######## cdb_arbiter ########
[config.mk]
export PLATFORM = sky130hd
export DESIGN_NAME = cdb_arbiter
export DESIGN_NICKNAME = d
export VERILOG_FILES = /design/src/rtl/cdb_arbiter_pkg.sv /design/src/rtl/cdb_arbiter_pick.sv /design/src/rtl/cdb_arbiter.sv
export SDC_FILE = /design/constraint.sdc
export NUM_CORES = 1
export LEC_CHECK = 0
export ABC_AREA = 1
export CAP_MARGIN = 5
export CORE_AREA = 4 4 305 307
export DETAILED_ROUTE_END_ITERATION = 10
export DIE_AREA = 0 0 309 311
export GPL_TIMING_DRIVEN = 0
export PLACE_DENSITY = 0.48
export SLEW_MARGIN = 20
export SYNTH_ARGS = -nofsm -noshare
export SYNTH_HDL_FRONTEND = slang
export SYNTH_HIERARCHICAL = 1
export SYNTH_SLANG_ARGS = --single-unit
[constraint.sdc]
create_clock -name clock -period 7.47 [get_ports clock]
set_input_delay 1.494 -clock clock [delete_from_list [all_inputs] [get_ports clock]]
set_output_delay 1.494 -clock clock [all_outputs]
set_load 0.02 [all_outputs]
[src/rtl/cdb_arbiter_pkg.sv]
// Shared pipeline types for the common data bus (CDB) arbiter:
// FU result bundle, CDB broadcast packet and default sizing.
package cdb_arbiter_pkg;

   localparam int DEF_NUM_FU    = 8;
   localparam int DEF_CDB_WIDTH = 2;

   localparam int XLEN  = 32;
   localparam int PRF_W = 6;
   localparam int ROB_W = 5;

   typedef struct packed {
      logic             valid;
      logic [XLEN-1:0]  value;
      logic             value_valid;
      logic [PRF_W-1:0] dest_prf;
      logic [ROB_W-1:0] rob_entry;
      logic [XLEN-1:0]  branch_address;
   } FUNC_OUTPUT;

   typedef struct packed {
      logic             valid;
      logic [XLEN-1:0]  value;
      logic             value_valid;
      logic [PRF_W-1:0] dest_prf;
      logic [ROB_W-1:0] rob_entry;
      logic [XLEN-1:0]  branch_address;
   } CDB_PACKET;

   // Both bundles share one layout, so a cast copies every field.
   function automatic CDB_PACKET fu_to_cdb(input FUNC_OUTPUT f);
      CDB_PACKET p;
      p       = CDB_PACKET'(f);
      p.valid = 1'b1;
      return p;
   endfunction

endpackage

[src/rtl/cdb_arbiter_pick.sv]
// rr_pick_n: combinational circular priority picker.
// req_i: requests, ptr_i: start index; gnt_o: one-hot grants,
// slot_vld_o/slot_idx_o: up to K grants in search order.
module rr_pick_n
   import cdb_arbiter_pkg::*;
#(
   parameter int N  = DEF_NUM_FU,
   parameter int K  = DEF_CDB_WIDTH,
   parameter int IW = (N > 1) ? $clog2(N) : 1
)(
   input  logic [N-1:0]         req_i,
   input  logic [IW-1:0]        ptr_i,
   output logic [N-1:0]         gnt_o,
   output logic [K-1:0]         slot_vld_o,
   output logic [K-1:0][IW-1:0] slot_idx_o
);

   always_comb begin
      int            n;
      int            k;
      logic [IW-1:0] idx;
      gnt_o      = '0;
      slot_vld_o = '0;
      slot_idx_o = '0;
      n          = 0;
      k          = 0;
      idx        = '0;
      for (int j = 0; j < N; j++) begin
         k = int'(ptr_i) + j;
         if (k >= N) k = k - N;
         idx = IW'(k);
         if (req_i[idx] && (n < K)) begin
            gnt_o[idx] = 1'b1;
            for (int s = 0; s < K; s++) begin
               if (s == n) begin
                  slot_vld_o[s] = 1'b1;
                  slot_idx_o[s] = idx;
               end
            end
            n = n + 1;
         end
      end
   end

endmodule

[src/rtl/cdb_arbiter.sv]
// CDB arbiter: grants up to CDB_WIDTH FU results per cycle, round robin.
// Ports: clock, reset (async low), fu_out, squash; fu_sel, cdb, rr_ptr.
module cdb_arbiter
   import cdb_arbiter_pkg::*;
#(
   parameter int  NUM_FU    = DEF_NUM_FU,
   parameter int  CDB_WIDTH = DEF_CDB_WIDTH,
   localparam int IW        = (NUM_FU > 1) ? $clog2(NUM_FU) : 1
)(
   input  logic                           clock,
   input  logic                           reset,
   input  FUNC_OUTPUT [NUM_FU-1:0]        fu_out,
   input  logic                           squash,
   output logic [NUM_FU-1:0]              fu_sel,
   output CDB_PACKET [CDB_WIDTH-1:0]      cdb,
   output logic [IW-1:0]                  rr_ptr
);

   logic [NUM_FU-1:0]                req;
   logic [NUM_FU-1:0]                gnt;
   logic [CDB_WIDTH-1:0]             slot_vld;
   logic [CDB_WIDTH-1:0][IW-1:0]     slot_idx;
   CDB_PACKET [CDB_WIDTH-1:0]        cdb_d;
   CDB_PACKET [CDB_WIDTH-1:0]        cdb_q;
   logic [IW-1:0]                    rr_d;
   logic [IW-1:0]                    rr_q;

   // Only the valid bits reach the picker: no data path into fu_sel.
   always_comb begin
      req = '0;
      for (int i = 0; i < NUM_FU; i++) begin
         req[i] = fu_out[i].valid;
      end
   end

   rr_pick_n #(
      .N  (NUM_FU),
      .K  (CDB_WIDTH),
      .IW (IW)
   ) u_pick (
      .req_i      (req),
      .ptr_i      (rr_q),
      .gnt_o      (gnt),
      .slot_vld_o (slot_vld),
      .slot_idx_o (slot_idx)
   );

   assign fu_sel = (reset && !squash) ? gnt : '0;

   always_comb begin
      logic [IW-1:0] last;
      logic          hit;
      cdb_d = '0;
      rr_d  = rr_q;
      last  = '0;
      hit   = 1'b0;
      for (int s = 0; s < CDB_WIDTH; s++) begin
         if (slot_vld[s] && !squash) begin
            cdb_d[s] = fu_to_cdb(fu_out[slot_idx[s]]);
            last     = slot_idx[s];
            hit      = 1'b1;
         end
      end
      // Next search starts just past the last FU granted.
      if (hit) begin
         rr_d = (int'(last) == NUM_FU - 1) ? '0 : last + IW'(1);
      end
   end

   always_ff @(posedge clock or negedge reset) begin
      if (!reset) begin
         cdb_q <= '0;
         rr_q  <= '0;
      end else begin
         cdb_q <= cdb_d;
         rr_q  <= rr_d;
      end
   end

   assign cdb    = cdb_q;
   assign rr_ptr = rr_q;

endmodule

==> out/results.txt <==
Status = finished clean
Seq/total area = 12.1%
Post-synth regs = 157
PnR worst setup slack = 97.7 ps
Crit path required time = 5980 ps
Largest register FFs = 154
Hold/Removal Path Class = reg -> reg
M1 GR Usage = 36.0%
Most frequent logic cell in the layout = nand2_1
Non-clock buffers = 1163
Hold_buf cts = 0
IO Pins = 784
First-pass GRT wire length = 204000 um
Register-to-register setup slack = 110 ps
End-of-flow core utilization = 36.0%
cdb_arbiter/clocks.png
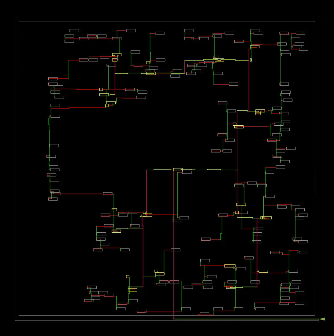
num sequential: 157
clock sink count: 157


######## control_sequencer ########
<file path="src/rtl/sap_ctrl_pkg.sv">
// Shared constants and control-word layout for the 8-bit bus machine sequencer.
package sap_ctrl_pkg;

   localparam logic [3:0] OP_NOP = 4'h0;
   localparam logic [3:0] OP_LDA = 4'h1;
   localparam logic [3:0] OP_ADD = 4'h2;
   localparam logic [3:0] OP_SUB = 4'h3;
   localparam logic [3:0] OP_STA = 4'h4;
   localparam logic [3:0] OP_LDI = 4'h5;
   localparam logic [3:0] OP_JMP = 4'h6;
   localparam logic [3:0] OP_JC  = 4'h7;
   localparam logic [3:0] OP_JZ  = 4'h8;
   localparam logic [3:0] OP_OUT = 4'hE;
   localparam logic [3:0] OP_HLT = 4'hF;

   localparam logic [2:0] T0 = 3'd0;
   localparam logic [2:0] T1 = 3'd1;
   localparam logic [2:0] T2 = 3'd2;
   localparam logic [2:0] T3 = 3'd3;
   localparam logic [2:0] T4 = 3'd4;

   typedef struct packed {
      logic pc_out;
      logic pc_inc;
      logic pc_jump;
      logic mar_in;
      logic ram_out;
      logic ram_in;
      logic ir_in;
      logic ir_out;
      logic a_load;
      logic a_out;
      logic b_load;
      logic alu_out;
      logic alu_sub;
      logic out_load;
   } ctrl_word_t;

endpackage

</file>
<file path="src/rtl/micro_decode.sv">
// Combinational microcode: (step, opcode, registered flags) -> control word.
module micro_decode
   import sap_ctrl_pkg::*;
(
   input  logic [2:0] step,
   input  logic [3:0] opcode,
   input  logic       flag_c,
   input  logic       flag_z,
   output ctrl_word_t cw,
   output logic       last_step,
   output logic       flag_ld,
   output logic       halt_req
);

   always_comb begin
      cw        = '0;
      last_step = 1'b0;
      flag_ld   = 1'b0;
      halt_req  = 1'b0;
      // Fetch steps ignore opcode entirely; it is not valid until T2.
      case (step)
         T0: begin
            cw.pc_out = 1'b1;
            cw.mar_in = 1'b1;
         end
         T1: begin
            cw.ram_out = 1'b1;
            cw.ir_in   = 1'b1;
            cw.pc_inc  = 1'b1;
         end
         T2: begin
            last_step = 1'b1;
            case (opcode)
               OP_LDA, OP_STA, OP_ADD, OP_SUB: begin
                  cw.ir_out = 1'b1;
                  cw.mar_in = 1'b1;
                  last_step = 1'b0;
               end
               OP_LDI: begin
                  cw.ir_out = 1'b1;
                  cw.a_load = 1'b1;
               end
               OP_JMP: begin
                  cw.ir_out  = 1'b1;
                  cw.pc_jump = 1'b1;
               end
               OP_JC: begin
                  cw.ir_out  = flag_c;
                  cw.pc_jump = flag_c;
               end
               OP_JZ: begin
                  cw.ir_out  = flag_z;
                  cw.pc_jump = flag_z;
               end
               OP_OUT: begin
                  cw.a_out    = 1'b1;
                  cw.out_load = 1'b1;
               end
               OP_HLT:  halt_req = 1'b1;
               default: ;
            endcase
         end
         T3: begin
            last_step = 1'b1;
            case (opcode)
               OP_LDA: begin
                  cw.ram_out = 1'b1;
                  cw.a_load  = 1'b1;
               end
               OP_STA: begin
                  cw.a_out  = 1'b1;
                  cw.ram_in = 1'b1;
               end
               OP_ADD, OP_SUB: begin
                  cw.ram_out = 1'b1;
                  cw.b_load  = 1'b1;
                  last_step  = 1'b0;
               end
               default: ;
            endcase
         end
         T4: begin
            last_step = 1'b1;
            if (opcode == OP_ADD || opcode == OP_SUB) begin
               cw.alu_out = 1'b1;
               cw.a_load  = 1'b1;
               cw.alu_sub = (opcode == OP_SUB);
               flag_ld    = 1'b1;
            end
         end
         default: last_step = 1'b1;
      endcase
   end

endmodule

</file>
<file path="src/rtl/control_sequencer.sv">
// T-state counter, halt latch and C/Z flag register around the microcode decoder.
module control_sequencer
   import sap_ctrl_pkg::*;
(
   input  logic       clk,
   input  logic       rst,
   input  logic [3:0] opcode,
   input  logic       cf,
   input  logic       zf,
   output logic       pc_out,
   output logic       pc_inc,
   output logic       pc_jump,
   output logic       mar_in,
   output logic       ram_out,
   output logic       ram_in,
   output logic       ir_in,
   output logic       ir_out,
   output logic       a_load,
   output logic       a_out,
   output logic       b_load,
   output logic       alu_out,
   output logic       alu_sub,
   output logic       out_load,
   output logic       halted,
   output logic [2:0] step
);

   logic [2:0] step_q;
   logic       halted_q, flag_c, flag_z;
   logic       last_step, flag_ld, halt_req;
   ctrl_word_t cw, cw_gated;

   micro_decode u_dec (
      .step      (step_q),
      .opcode    (opcode),
      .flag_c    (flag_c),
      .flag_z    (flag_z),
      .cw        (cw),
      .last_step (last_step),
      .flag_ld   (flag_ld),
      .halt_req  (halt_req)
   );

   always_ff @(posedge clk or posedge rst) begin
      if (rst) begin
         step_q   <= T0;
         halted_q <= 1'b0;
         flag_c   <= 1'b0;
         flag_z   <= 1'b0;
      end else if (!halted_q) begin
         if (halt_req) halted_q <= 1'b1;
         if (flag_ld) begin
            flag_c <= cf;
            flag_z <= zf;
         end
         step_q <= last_step ? T0 : step_q + 3'd1;
      end
   end

   // Reset gating is combinational so an async abort silences the bus at once.
   assign cw_gated = (rst || halted_q) ? '0 : cw;

   assign pc_out   = cw_gated.pc_out;
   assign pc_inc   = cw_gated.pc_inc;
   assign pc_jump  = cw_gated.pc_jump;
   assign mar_in   = cw_gated.mar_in;
   assign ram_out  = cw_gated.ram_out;
   assign ram_in   = cw_gated.ram_in;
   assign ir_in    = cw_gated.ir_in;
   assign ir_out   = cw_gated.ir_out;
   assign a_load   = cw_gated.a_load;
   assign a_out    = cw_gated.a_out;
   assign b_load   = cw_gated.b_load;
   assign alu_out  = cw_gated.alu_out;
   assign alu_sub  = cw_gated.alu_sub;
   assign out_load = cw_gated.out_load;
   assign halted   = halted_q;
   assign step     = step_q;

   a_bus_excl: assert property (@(posedge clk) disable iff (rst)
      $onehot0({pc_out, ram_out, ir_out, a_out, alu_out}));

endmodule

</file>
<file path="config.mk">
export PLATFORM = sky130hd
export DESIGN_NAME = control_sequencer
export DESIGN_NICKNAME = d
export VERILOG_FILES = /design/src/rtl/sap_ctrl_pkg.sv /design/src/rtl/micro_decode.sv /design/src/rtl/control_sequencer.sv
export SDC_FILE = /design/constraint.sdc
export NUM_CORES = 1
export LEC_CHECK = 0
export CAP_MARGIN = 25
export CORE_MARGIN = 2
export CORE_UTILIZATION = 28
export CTS_CLUSTER_DIAMETER = 80
export CTS_CLUSTER_SIZE = 10
export DETAILED_ROUTE_END_ITERATION = 6
export GPL_TIMING_DRIVEN = 0
export PLACE_DENSITY = 0.64
export SLEW_MARGIN = 10
export SYNTH_ARGS = -nofsm -noshare
export SYNTH_HDL_FRONTEND = slang
export SYNTH_SLANG_ARGS = --single-unit
</file>
<file path="constraint.sdc">
create_clock -name clk -period 2.9 [get_ports clk]
set_clock_uncertainty 0.05 [all_clocks]
set_input_delay 0.435 -clock clk [delete_from_list [all_inputs] [get_ports clk]]
set_output_delay 0.435 -clock clk [all_outputs]
set_load 0.02 [all_outputs]
</file>
control_sequencer/layer_met3.png
(8 px per um) Cells faint in the background.
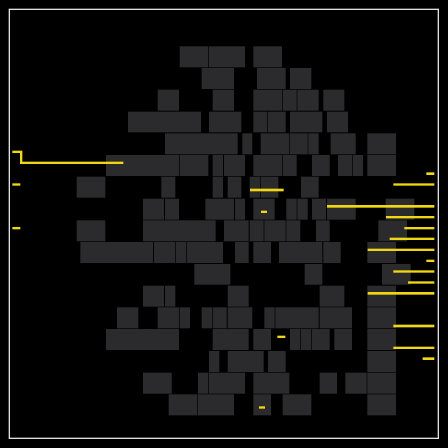
The layer holds 4.9% of the routed length. 19 nets have wire on it. The wires run mostly horizontal. The longest straight run is 13.1 um.

control_sequencer/clk_routes.png
(10 px per um)
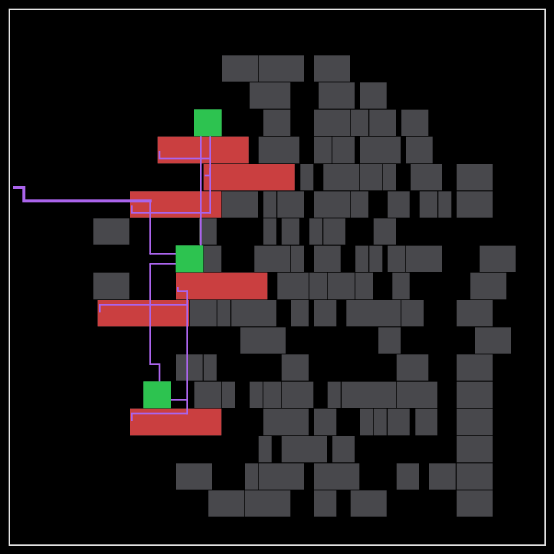
Key: green = clock drivers [count 3]; purple = clock wires [length 110 um]; red = flip-flops [count 6]
There are 4 routed clock nets.

==> out/results.txt <==
Status = finished clean
Logic cell area = 463 um^2
Vias in the first global route = 697
Ys async rst share = 100%
Die Width = 53.4 um
Total power = 0.196 mW
CP bufs+invs = 2
DP Worst Slack = 26.6 ps
Placed insts = 136
Least-Margin Pin Slew = 469 ps
Num rows = 17
OpenROAD warning count = 29
Seq group = 0.0839 mW
EDFF count, synth = 0
Inverters = 8
Clk slew on worst S/H paths = 50 ps
CP Class = in -> out
Netlist Area Pre-Place = 684 um^2
Filler cells = 247
Fa+ha+maj area frac = 9.14%
Reg-to-reg endpoint = step[1]$_DFFE_PP0N_
P_sw = 0.0493 mW
XORs/XNORs by Area = 0%
Multi-input gate count = 63
Top comb family, area = simple AND/OR/NAND/NOR gates
Post-CTS Setup Inserts = 0
Non-clock buffers = 31
Chip Area = 2860 um^2
ANT cells = 0
Crit path from = opcode[3]
Max-cap viol count = 0
Maximum VDD drop = 0.000102 V
Largest register FFs = 3
M3 GR Usage = 1.98%
Most instantiated cells after synthesis = inv_1 (8), dfrtp_1 (6), nand2_1 (6)
Clock Path Buffers = 2
Slew HR = 68.7%
Hold path depth = 1
Leakage power total = 0.484 nW
Clk power = 0.0788 mW
Highest routed metal layer = met4
control_sequencer/placement_by_type.png
(4 px per um)
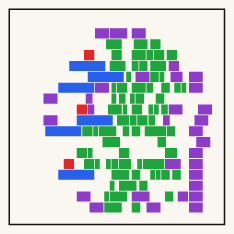
Key: green = combinational and other logic [cells 71, share of their area 51%]; red = clock drivers [cells 3, share of their area 2.3%]; purple = other buffers and delay cells [cells 31, share of their area 31%]; blue = flops [cells 6, share of their area 16%]



==> screenshots <==
Port wiring.
panel A
(10 px per um)
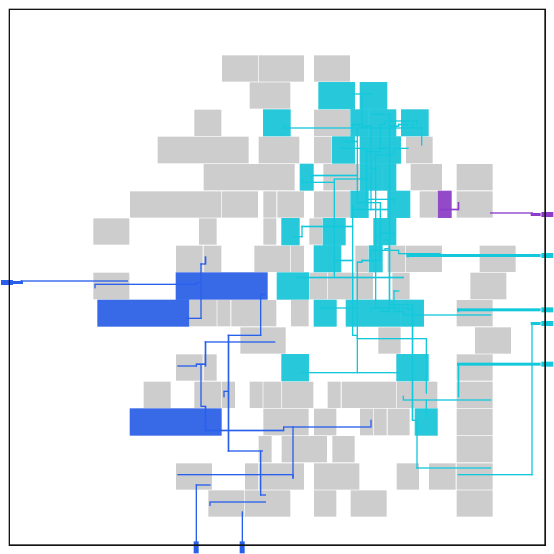
panel B
(1.5 px per um)
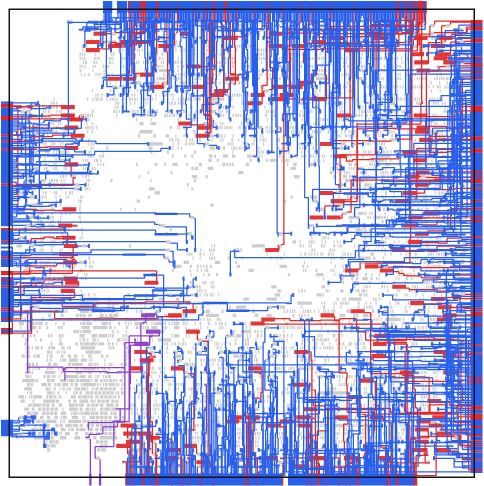
cdb_arbiter: panel B
control_sequencer: panel A

Key to panel A:
Key: blue = step [bits 3, direction output, end cells 3, buffers 3, wire 129 um]; cyan = opcode [bits 4, direction input, end cells 25, buffers 7, wire 334 um]; purple = out_load [bits 1, direction output, end cells 1, buffers 1, wire 7.50 um]

Power is estimated from default activity; no workload was simulated.
